# block 1

Block 1, wiring by layer:
Only two layers are drawn.
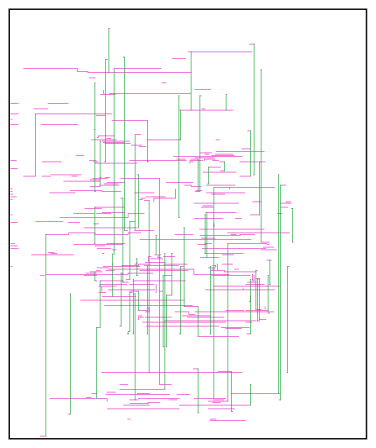

===== config.mk =====
export PLATFORM = sky130hd
export DESIGN_NAME = eq_fir_mac
export DESIGN_NICKNAME = d
export VERILOG_FILES = /design/src/rtl/eq_fir_mac.sv
export SDC_FILE = /design/constraint.sdc
export NUM_CORES = 1
export LEC_CHECK = 0
export CAP_MARGIN = 5
export CORE_AREA = 2 2 185 223
export DETAILED_ROUTE_END_ITERATION = 7
export DIE_AREA = 0 0 187 225
export GPL_TIMING_DRIVEN = 0
export PLACE_DENSITY = 0.78
export SETUP_SLACK_MARGIN = 0.2
export SYNTH_ARGS = -nofsm -noshare
export SYNTH_HDL_FRONTEND = slang
export SYNTH_SLANG_ARGS = --single-unit

===== constraint.sdc =====
create_clock -name clk -period 12.9 [get_ports clk]
set_clock_uncertainty 0.15 [all_clocks]
set_input_delay 1.935 -clock clk [delete_from_list [all_inputs] [get_ports clk]]
set_output_delay 1.935 -clock clk [all_outputs]
set_load 0.02 [all_outputs]

===== src/rtl/eq_fir_mac.sv =====
// eq_fir_mac: sequential one-tap-per-clock MAC FIR stage with double-buffered coefficients.
// Define FIR_SAT_EN to saturate sampleOut to 16 bits; otherwise the output wraps.
module eq_fir_mac #(
    parameter int NTAPS = 4,
    parameter int SHIFT = 15,
    parameter int ACCW  = 40
) (
    input  logic        clk,
    input  logic        reset,
    input  logic        tapValid,
    input  logic [7:0]  tapnum,
    input  logic [15:0] desiredTap,
    input  logic        sampleValid,
    input  logic [15:0] sampleIn,
    output logic        sampleReady,
    output logic        outValid,
    output logic [15:0] sampleOut,
    output logic        tapsLoaded
);
    localparam int            KW    = (NTAPS > 1) ? $clog2(NTAPS) : 1;
    localparam logic [KW-1:0] KLAST = KW'(NTAPS - 1);
    localparam logic [8:0]    NT9   = 9'(NTAPS);

    localparam logic [1:0] IDLE = 2'd0;
    localparam logic [1:0] MAC  = 2'd1;
    localparam logic [1:0] OUT  = 2'd2;

    logic [1:0]             state;
    logic signed [15:0]     sh [NTAPS];
    logic signed [15:0]     ac [NTAPS];
    logic signed [15:0]     x  [NTAPS];
    logic [NTAPS-1:0]       wm;
    logic signed [ACCW-1:0] acc;
    logic [KW-1:0]          k;
    logic                   tap_wr;
    logic                   accept;
    logic signed [31:0]     prod;
    logic [15:0]            fmt;

    assign tap_wr      = tapValid && ({1'b0, tapnum} < NT9);
    assign tapsLoaded  = &wm;
    assign sampleReady = (state == IDLE) && tapsLoaded;
    assign accept      = sampleValid && sampleReady;
    assign prod        = 32'(ac[k]) * 32'(x[k]);

`ifdef FIR_SAT_EN
    logic signed [ACCW-1:0] shifted;
    assign shifted = acc >>> SHIFT;

    // In range exactly when every bit above bit 15 matches the sign.
    always_comb begin
        if (shifted[ACCW-1:15] == '0 || shifted[ACCW-1:15] == '1)
            fmt = shifted[15:0];
        else if (shifted[ACCW-1])
            fmt = 16'h8000;
        else
            fmt = 16'h7FFF;
    end
`else
    assign fmt = 16'(acc >>> SHIFT);
`endif

    always_ff @(posedge clk) begin
        if (reset) begin
            state     <= IDLE;
            wm        <= '0;
            acc       <= '0;
            k         <= '0;
            outValid  <= 1'b0;
            sampleOut <= '0;
            for (int unsigned i = 0; i < NTAPS; i++) begin
                sh[i] <= '0;
                ac[i] <= '0;
                x[i]  <= '0;
            end
        end else begin
            outValid <= 1'b0;
            if (tap_wr) begin
                sh[tapnum[KW-1:0]] <= desiredTap;
                wm[tapnum[KW-1:0]] <= 1'b1;
            end
            case (state)
                IDLE: begin
                    // ac samples sh before any same-edge write lands, so a sample never sees a mixed set.
                    if (accept) begin
                        x[0] <= sampleIn;
                        for (int unsigned i = 1; i < NTAPS; i++)
                            x[i] <= x[i-1];
                        ac    <= sh;
                        acc   <= '0;
                        k     <= '0;
                        state <= MAC;
                    end
                end
                MAC: begin
                    acc <= acc + ACCW'(prod);
                    k   <= k + 1'b1;
                    if (k == KLAST)
                        state <= OUT;
                end
                OUT: begin
                    sampleOut <= fmt;
                    outValid  <= 1'b1;
                    state     <= IDLE;
                end
                default: state <= IDLE;
            endcase
        end
    end
endmodule

# block 2

File: src/rtl/slerp_bracket_feeder.sv
// slerp_bracket_feeder: timestamped quaternion ring buffer that answers time queries
// with the two bracketing samples and a Q16.16 factor t. Optional feature: BRACKET_PRUNE_EN.
module slerp_bracket_feeder #(
  parameter int unsigned DEPTH = 8,
  parameter int unsigned TS_W  = 32
) (
  input  logic                 clk,
  input  logic                 rst_n,
  input  logic                 s_valid,
  output logic                 s_ready,
  input  logic [TS_W-1:0]      s_ts,
  input  logic [0:3][31:0]     s_q,
  input  logic                 q_valid,
  output logic                 q_ready,
  input  logic [TS_W-1:0]      q_ts,
  output logic                 m_valid,
  input  logic                 m_ready,
  output logic [0:3][31:0]     q1,
  output logic [0:3][31:0]     q2,
  output logic [31:0]          t,
  output logic [1:0]           status,
  output logic                 ts_err
);
  localparam int unsigned AW = (DEPTH > 1) ? $clog2(DEPTH) : 1;
  localparam int unsigned CW = AW + 1;
  localparam int unsigned DW = TS_W + 17;

  typedef enum logic [1:0] {IDLE, SEARCH, DIV, OUT} state_t;
  state_t state, state_nx;

  logic [TS_W-1:0]  ts_mem [DEPTH];
  logic [0:3][31:0] q_mem  [DEPTH];
  logic [AW-1:0]    wr_ptr;
  logic [CW-1:0]    count;

  logic [TS_W-1:0]  tq;
  logic [TS_W-1:0]  ta;
  logic [TS_W-1:0]  den;
  logic [AW-1:0]    k;
  logic [4:0]       div_cnt;
  logic [DW-1:0]    rem;
  logic [16:0]      dvd;
  logic [15:0]      quot;
`ifdef BRACKET_PRUNE_EN
  logic [AW-1:0]    brk;
`endif

  logic [AW-1:0]    rd_addr;
  logic [AW-1:0]    newest_addr;
  logic [TS_W-1:0]  e_ts;
  logic [0:3][31:0] e_q;
  logic [TS_W-1:0]  newest_ts;
  logic             s_acc, s_drop, s_wr, q_acc, q_empty;
  logic             below, is_last;
  logic [TS_W-1:0]  d_num;
  logic [TS_W-1:0]  d_den;
  logic [DW-1:0]    rem_sh, rem_nx;
  logic             div_ge;
  logic [16:0]      quot_nx;

  assign s_ready     = (state == IDLE);
  assign q_ready     = (state == IDLE);

  // k walks entries relative to the oldest one; oldest = wr_ptr - count (mod DEPTH)
  assign rd_addr     = wr_ptr - count[AW-1:0] + k;
  assign newest_addr = wr_ptr - AW'(1);
  assign e_ts        = ts_mem[rd_addr];
  assign e_q         = q_mem[rd_addr];
  assign newest_ts   = ts_mem[newest_addr];

  assign s_acc   = s_valid && (state == IDLE);
  assign s_drop  = s_acc && (count != '0) && (s_ts <= newest_ts);
  assign s_wr    = s_acc && !s_drop;
  assign q_acc   = q_valid && (state == IDLE);
  assign q_empty = (count == '0) && !s_wr;

  assign below   = tq < e_ts;
  assign is_last = ({1'b0, k} + CW'(1)) == count;
  assign d_num   = tq - ta;
  assign d_den   = e_ts - ta;

  // Dividend is (tq-ta)<<16 with (tq-ta) < den, so the upper bits yield quotient 0 and
  // the divide starts with remainder (tq-ta)>>1 and 17 bits {d[0],16'b0} still to shift in.
  assign rem_sh  = {rem[DW-2:0], dvd[16]};
  assign div_ge  = rem[DW-1] | (rem_sh >= {17'b0, den});
  assign rem_nx  = div_ge ? (rem_sh - {17'b0, den}) : rem_sh;
  assign quot_nx = {quot, div_ge};

  always_comb begin
    state_nx = state;
    case (state)
      IDLE:   if (q_acc) state_nx = q_empty ? OUT : SEARCH;
      SEARCH: begin
        if (below)        state_nx = (k == '0) ? OUT : DIV;
        else if (is_last) state_nx = OUT;
      end
      DIV:    if (div_cnt == 5'd16) state_nx = OUT;
      OUT:    if (m_valid && m_ready) state_nx = IDLE;
      default: state_nx = IDLE;
    endcase
  end

  always_ff @(posedge clk) begin
    if (s_wr) begin
      ts_mem[wr_ptr] <= s_ts;
      q_mem[wr_ptr]  <= s_q;
    end
  end

  always_ff @(posedge clk or negedge rst_n) begin
    if (!rst_n) begin
      state   <= IDLE;
      wr_ptr  <= '0;
      count   <= '0;
      ts_err  <= 1'b0;
      m_valid <= 1'b0;
      q1      <= '0;
      q2      <= '0;
      t       <= '0;
      status  <= 2'b00;
      tq      <= '0;
      ta      <= '0;
      den     <= '0;
      k       <= '0;
      div_cnt <= '0;
      rem     <= '0;
      dvd     <= '0;
      quot    <= '0;
`ifdef BRACKET_PRUNE_EN
      brk     <= '0;
`endif
    end else begin
      state <= state_nx;

      if (s_drop) ts_err <= 1'b1;
      if (s_wr) begin
        wr_ptr <= wr_ptr + AW'(1);
        if (count != CW'(DEPTH)) count <= count + CW'(1);
      end

      case (state)
        IDLE: begin
          if (q_acc) begin
            tq <= q_ts;
            k  <= '0;
            if (q_empty) begin
              q1     <= '0;
              q2     <= '0;
              t      <= '0;
              status <= 2'b11;
            end
          end
        end
        SEARCH: begin
          if (below) begin
            if (k == '0) begin
              q1     <= e_q;
              q2     <= e_q;
              t      <= '0;
              status <= 2'b01;
            end else begin
              // q1/ta already hold the previous (lower) entry
              q2      <= e_q;
              den     <= d_den;
              rem     <= {18'b0, d_num[TS_W-1:1]};
              dvd     <= {d_num[0], 16'b0};
              quot    <= '0;
              div_cnt <= '0;
`ifdef BRACKET_PRUNE_EN
              brk     <= k - AW'(1);
`endif
            end
          end else begin
            ta <= e_ts;
            q1 <= e_q;
            if (is_last) begin
              q2     <= e_q;
              t      <= '0;
              status <= 2'b10;
            end else begin
              k <= k + AW'(1);
            end
          end
        end
        DIV: begin
          rem     <= rem_nx;
          dvd     <= {dvd[15:0], 1'b0};
          quot    <= quot_nx[15:0];
          div_cnt <= div_cnt + 5'd1;
          if (div_cnt == 5'd16) begin
            t      <= {15'b0, quot_nx};
            status <= 2'b00;
          end
        end
        OUT: begin
          if (!m_valid) begin
            m_valid <= 1'b1;
          end else if (m_ready) begin
            m_valid <= 1'b0;
`ifdef BRACKET_PRUNE_EN
            if (status == 2'b00) count <= count - CW'(brk);
`endif
          end
        end
        default: ;
      endcase
    end
  end
endmodule

File: config.mk
export PLATFORM = sky130hd
export DESIGN_NAME = slerp_bracket_feeder
export DESIGN_NICKNAME = d
export VERILOG_FILES = /design/src/rtl/slerp_bracket_feeder.sv
export SDC_FILE = /design/constraint.sdc
export NUM_CORES = 2
export LEC_CHECK = 0
export CORE_ASPECT_RATIO = 0.75
export CORE_UTILIZATION = 50
export DETAILED_ROUTE_END_ITERATION = 10
export DONT_BUFFER_PORTS = 1
export PLACE_DENSITY_LB_ADDON = 0.15
export REMOVE_ABC_BUFFERS = 1
export SETUP_SLACK_MARGIN = 0.3
export SYNTH_ARGS = -nofsm -noshare
export SYNTH_HDL_FRONTEND = slang
export SYNTH_SLANG_ARGS = --single-unit
File: constraint.sdc
create_clock -name clk -period 26 [get_ports clk]
set_input_delay 2.6 -clock clk [delete_from_list [all_inputs] [get_ports clk]]
set_output_delay 2.6 -clock clk [all_outputs]
set_load 0.005 [all_outputs]
Block 1, signal wires on met1:
The bar under the picture is 50 um long. Supply wires on this layer in grey.
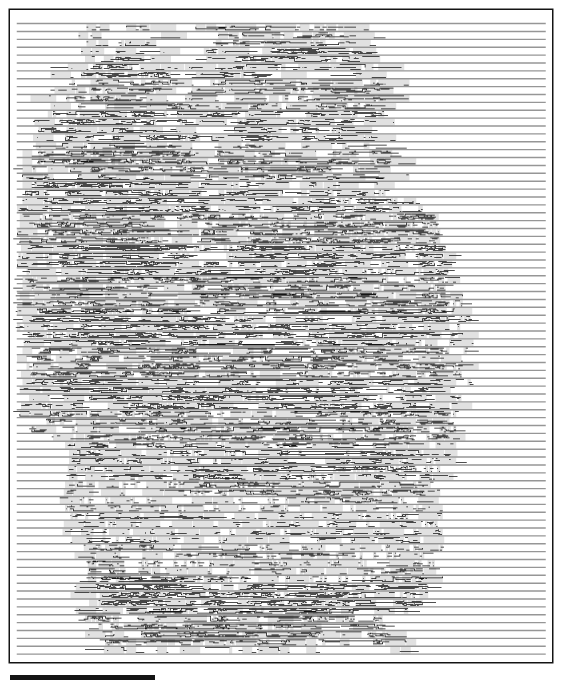
wire length on this layer: 19600 um
longest straight run: 63.0 um

## Picture notes: 'wiring by layer' of block 1
legend:
  green:
    layer: met4
    wire_length: 2650 um
  magenta:
    layer: met3
    wire_length: 3240 um

==> flow_summary.json, block 1 <==
{
  "grt_usage_pct": 24.7,
  "synth.area.mux_share_pct": 6.68,
  "setup_violations": 0,
  "nFillCells": 3380,
  "top_usage_layer": "met2",
  "area.growth.synth_to_final_pct": 10.7,
  "buf_share_pct": 4.65,
  "layout_setup_ws_ns": 4.46,
  "die_w_um": 187,
  "hp-class": "reg -> reg",
  "seq_area_share_pct": 25.3,
  "status": "completed",
  "syn_area_per_cell_sq_um": 9.51,
  "fin_cells": 2759,
  "min_period_ns": 8.44,
  "place.gp.congestion": 0.941,
  "crit_slowest_cell": "a21oi_1"
}
Block 2, wiring by layer:
Only two layers are drawn.
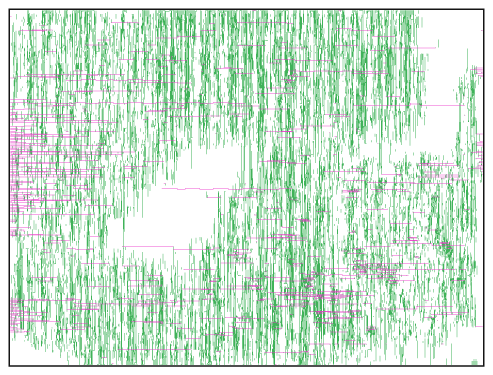
legend:
  green:
    layer: met2
    wire_length: 85.3 mm
  magenta:
    layer: met3
    wire_length: 9940 um
wire length per cell: 26.3 um
final wirelength: 175 mm
Vias: 39700
gr usage total: 23.2%

==> flow_summary.json, block 2 <==
{
  "status": "completed",
  "clk_latency_ns": 0.81,
  "wl_met2_mm": 85.3,
  "comb_area_sq_mm": 0.0236,
  "io_buffers": 0,
  "yosysUniqueCellTypes": 82,
  "nWellTaps": 1984,
  "synthAoiAreaFrac_pct": 5.23,
  "ys_warn_count": 0,
  "worstHoldEndpoint": "den[6]",
  "syn_area_sq_mm": 0.0748,
  "antenna_found_initial": 3,
  "post-place-cells": 6359,
  "n_antenna_cell": 0,
  "fin_crit_sh_pct": 36.8,
  "ff_latch_area_sq_mm": 0.0499,
  "crit_arrival_ns": 10.26,
  "top_regs": "q_mem: 1024 flops, ts_mem: 256 flops",
  "slowest_delay_ns": 0.88,
  "critical_path.startpoint_type": "register",
  "tightest_slew_ns": 1.24,
  "crit_required_ns": 26.69,
  "syn_inst": 4546,
  "top_register": "q_mem",
  "ff_type": "edfxtp_1",
  "dp_hpwl_mm": 103,
  "synthXorXnorAreaFrac_pct": 1.28,
  "min_period_ns": 9.57,
  "worstHoldStart": "den[6]",
  "clk_pin_slew_ns": 0.07,
  "clkbuf_count": 237,
  "setup_violations": 0,
  "startpoint": "wr_ptr[1]",
  "clk_share_pct": 6.91,
  "layout_setup_ws_ns": 16.43,
  "grt_setup_unrepaired": "false",
  "grt_pass1_wl_mm": 264,
  "cts-hold-fix-buffers": 0,
  "nFillCells": 11500,
  "tns_ns": 0,
  "largestClassByArea": "registers",
  "grt_start_max_net_pins": 457,
  "simple_gate_share_pct": 4.42,
  "path_cells": "inv_1 -> fa_1 -> fa_4 -> xnor3_1 -> xor2_4 -> buf_4 -> buf_4 -> mux4_2 -> mux2i_1 -> ha_1 -> nand2_1 -> o21ai_0 -> o211ai_1 -> a211o_1 -> nand3b_1 -> o221ai_4 -> buf_4 -> or2_1 -> nand2_4 -> buf_4 -> buf_4 -> mux2_2",
  "dr_wl_met3_mm": 9.94,
  "dpl-instance-area_sq_mm": 0.0769,
  "comb_cells": 2461,
  "top_logic_kind": "multiplexers",
  "max-cap-violations": 0,
  "route.detailed.drc": 0,
  "final_layout_size_suffix_gt1_share_pct": 19.2
}

## Gallery

Register map, names as in the netlist.
(a)
The bar under the picture is 100 um long.
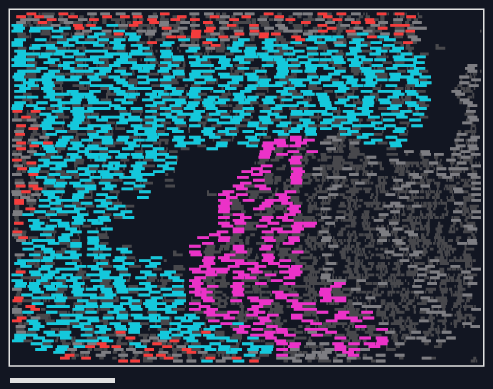
(b)
The bar under the picture is 50 um long.
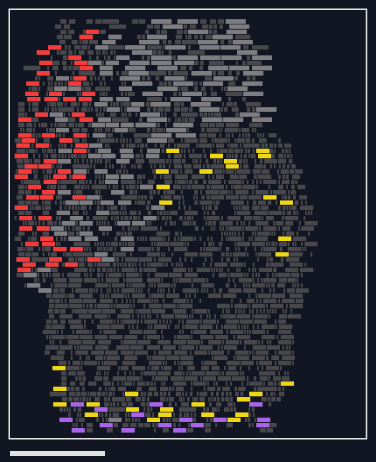
The one with the most sequential cells is (a).
(b): block 1
(a): block 2


# block 3

==> src/rtl/mul_seq_ctrl.sv <==
// Sequencer for the shared 8x8 unsigned multiplier pair: steers operand bytes per step
// and accumulates the shifted 16-bit partial products into a 64-bit packed result.
module mul_seq_ctrl #(
  parameter int DATA_W   = 32,
  parameter int RESULT_W = 64
) (
  input  logic                clk,
  input  logic                reset,
  input  logic                start,
  input  logic                kill,
  input  logic [1:0]          sew,
  input  logic [DATA_W-1:0]   data_in_A,
  input  logic [DATA_W-1:0]   data_in_B,
  output logic [7:0]          mult1_A,
  output logic [7:0]          mult1_B,
  output logic [7:0]          mult2_A,
  output logic [7:0]          mult2_B,
  input  logic [15:0]         mult1_P,
  input  logic [15:0]         mult2_P,
  output logic                busy,
  output logic                done,
  output logic                err,
  output logic [RESULT_W-1:0] result
);

  typedef enum logic [1:0] {
    IDLE = 2'd0,
    RUN  = 2'd1,
    DONE = 2'd2
  } state_t;

  state_t              state_q, state_d;
  logic [DATA_W-1:0]   a_q, b_q;
  logic [1:0]          sew_q;
  logic [2:0]          step_q;
  logic [RESULT_W-1:0] acc_q, result_q;
  logic                err_q;

  logic [1:0]          j1, k1, j2, k2;
  logic [5:0]          sh1, sh2;
  logic [2:0]          sum1, sum2;
  logic [3:0]          n1, n2;
  logic                lane;
  logic                last_step;
  logic [RESULT_W-1:0] prod1, prod2, acc_next;

  // Byte selection and shift for each multiplier, derived from sew and step.
  always_comb begin
    j1   = '0;
    k1   = '0;
    j2   = '0;
    k2   = '0;
    sh1  = '0;
    sh2  = '0;
    sum1 = '0;
    sum2 = '0;
    n1   = {step_q, 1'b0};
    n2   = {step_q, 1'b1};
    lane = step_q[1];
    case (sew_q)
      2'b00: begin
        j1  = {step_q[0], 1'b0};
        k1  = {step_q[0], 1'b0};
        j2  = {step_q[0], 1'b1};
        k2  = {step_q[0], 1'b1};
        sh1 = {step_q[0], 5'd0};
        sh2 = {step_q[0], 5'd16};
      end
      2'b01: begin
        j1 = {lane, 1'b0};
        j2 = {lane, 1'b1};
        if (!step_q[0]) begin
          k1  = {lane, 1'b0};
          k2  = {lane, 1'b1};
          sh1 = {lane, 5'd0};
          sh2 = {lane, 5'd16};
        end else begin
          k1  = {lane, 1'b1};
          k2  = {lane, 1'b0};
          sh1 = {lane, 5'd8};
          sh2 = {lane, 5'd8};
        end
      end
      default: begin
        j1   = n1[3:2];
        k1   = n1[1:0];
        j2   = n2[3:2];
        k2   = n2[1:0];
        sum1 = {1'b0, j1} + {1'b0, k1};
        sum2 = {1'b0, j2} + {1'b0, k2};
        sh1  = {sum1, 3'b000};
        sh2  = {sum2, 3'b000};
      end
    endcase
  end

  always_comb begin
    mult1_A = '0;
    mult1_B = '0;
    mult2_A = '0;
    mult2_B = '0;
    if (state_q == RUN) begin
      mult1_A = a_q[{j1, 3'b000} +: 8];
      mult1_B = b_q[{k1, 3'b000} +: 8];
      mult2_A = a_q[{j2, 3'b000} +: 8];
      mult2_B = b_q[{k2, 3'b000} +: 8];
    end
  end

  always_comb begin
    prod1    = {{(RESULT_W-16){1'b0}}, mult1_P} << sh1;
    prod2    = {{(RESULT_W-16){1'b0}}, mult2_P} << sh2;
    acc_next = acc_q + prod1 + prod2;
    case (sew_q)
      2'b00:   last_step = (step_q == 3'd1);
      2'b01:   last_step = (step_q == 3'd3);
      default: last_step = (step_q == 3'd7);
    endcase
  end

  always_ff @(posedge clk) begin
    if (reset) state_q <= IDLE;
    else       state_q <= state_d;
  end

  always_comb begin
    state_d = state_q;
    busy    = 1'b0;
    done    = 1'b0;
    err     = 1'b0;
    case (state_q)
      IDLE: begin
        if (start) state_d = (sew == 2'b11) ? DONE : RUN;
      end
      RUN: begin
        busy = 1'b1;
        // kill takes precedence over completing on the last step
        if (kill)           state_d = IDLE;
        else if (last_step) state_d = DONE;
      end
      DONE: begin
        busy    = 1'b1;
        done    = 1'b1;
        err     = err_q;
        state_d = IDLE;
      end
      default: state_d = IDLE;
    endcase
  end

  always_ff @(posedge clk) begin
    if (reset) begin
      a_q      <= '0;
      b_q      <= '0;
      sew_q    <= '0;
      step_q   <= '0;
      acc_q    <= '0;
      result_q <= '0;
      err_q    <= 1'b0;
    end else begin
      case (state_q)
        IDLE: begin
          if (start) begin
            a_q    <= data_in_A;
            b_q    <= data_in_B;
            sew_q  <= sew;
            step_q <= '0;
            acc_q  <= '0;
            err_q  <= (sew == 2'b11);
            if (sew == 2'b11) result_q <= '0;
          end
        end
        RUN: begin
          if (!kill) begin
            acc_q  <= acc_next;
            step_q <= step_q + 3'd1;
            if (last_step) result_q <= acc_next;
          end
        end
        default: ;
      endcase
    end
  end

  assign result = result_q;

endmodule

==> config.mk <==
export PLATFORM = sky130hd
export DESIGN_NAME = mul_seq_ctrl
export DESIGN_NICKNAME = d
export VERILOG_FILES = /design/src/rtl/mul_seq_ctrl.sv
export SDC_FILE = /design/constraint.sdc
export NUM_CORES = 1
export LEC_CHECK = 0
export CAP_MARGIN = 40
export CORE_MARGIN = 5
export CORE_UTILIZATION = 40
export CTS_CLUSTER_SIZE = 40
export DETAILED_ROUTE_END_ITERATION = 8
export SYNTH_ARGS = -nofsm -noshare
export SYNTH_HDL_FRONTEND = slang
export SYNTH_SLANG_ARGS = --single-unit
==> constraint.sdc <==
create_clock -name clk -period 6.6 [get_ports clk]
set_input_delay 0.99 -clock clk [delete_from_list [all_inputs] [get_ports clk]]
set_output_delay 0.99 -clock clk [all_outputs]
set_load 0.02 [all_outputs]
Block 3, register map, names as in the netlist:
The bar under the picture is 50 um long.
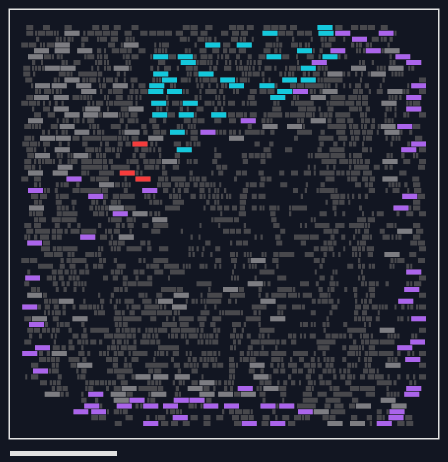
legend:
  purple:
    signal: `result`
    flops: 64
    where: all over the die
  cyan:
    signal: `a_q`
    flops: 32
    where: north
  red:
    signal: `step_q`
    flops: 3
not coloured: 101

Block 3, routing congestion map:
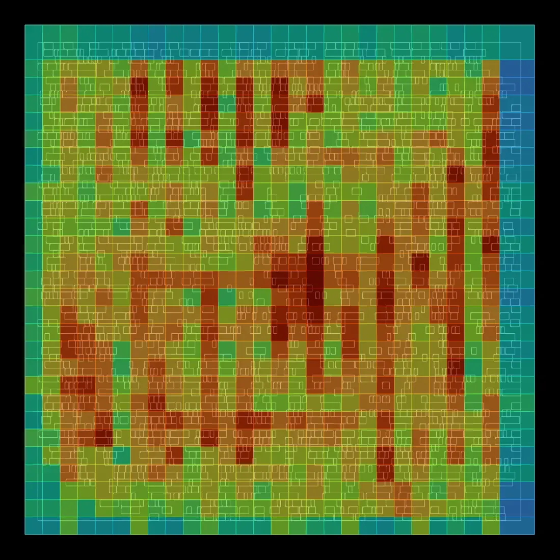
final design utilization: 49.7%
wire length per cell: 22.7 um
GR Util met3: 4.46%
gr usage total: 28.3%

==> flow_summary.json <==
{
  "status": "completed",
  "swShare_pct": 39.6,
  "ys_ff": 200,
  "synth.area.mux_share_pct": 3.62,
  "syn_area_per_cell_sq_um": 7.54,
  "common_cells": "368 x nand2_1, 237 x a21oi_1, 231 x nor2_1",
  "wl_met2_mm": 26.6,
  "peakVddDrop_uv": 206,
  "post-place-cells": 2507,
  "pwr-share-comb_pct": 35.6,
  "min_period_ns": 6.34,
  "hp-class": "reg -> reg",
  "ff_latch_area_sq_mm": 0.00400,
  "comb_cells": 1555,
  "hold_ws_ns": 0.453,
  "cts_buffers": 17,
  "hold_path_depth": 2,
  "clk_share_pct": 3.42,
  "fp_util_pct": 40.6,
  "clk_path_buf_depth": 2,
  "top_usage_layer": "met2",
  "max_freq_mhz": 158,
  "worstHoldEndpoint": "result[25]",
  "dr_wl_met3_mm": 3.81,
  "drv_slew": 0,
  "async_flop_share_pct": 0,
  "place.gp.congestion": 0.951,
  "synthAdderAreaFrac_pct": 14.8,
  "grt_start_max_net_pins": 96,
  "first_pass_iters": 6,
  "die_w_um": 200,
  "wl_mm": 57.7
}


==> gallery <==
I/O nets highlighted.
image #1
The bar under the picture is 50 um long.
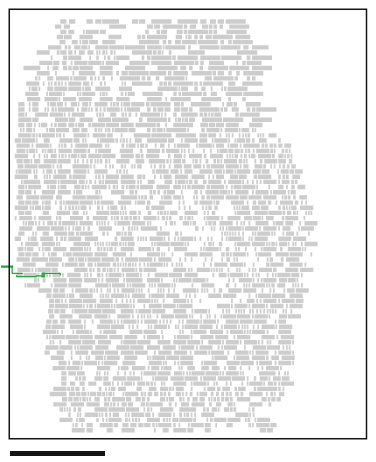
image #2
The bar under the picture is 100 um long.
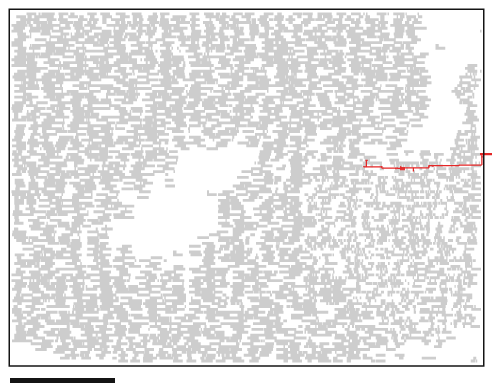
image #3
The bar under the picture is 50 um long.
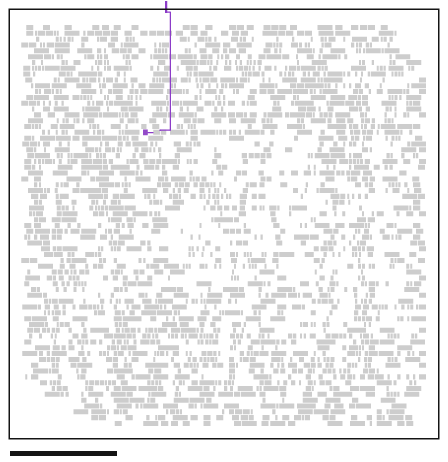
Image #1 is block 1.
Image #3 is block 3.
Image #2 is block 2.
- most cells: image #2

Power is estimated from default activity; no workload was simulated.
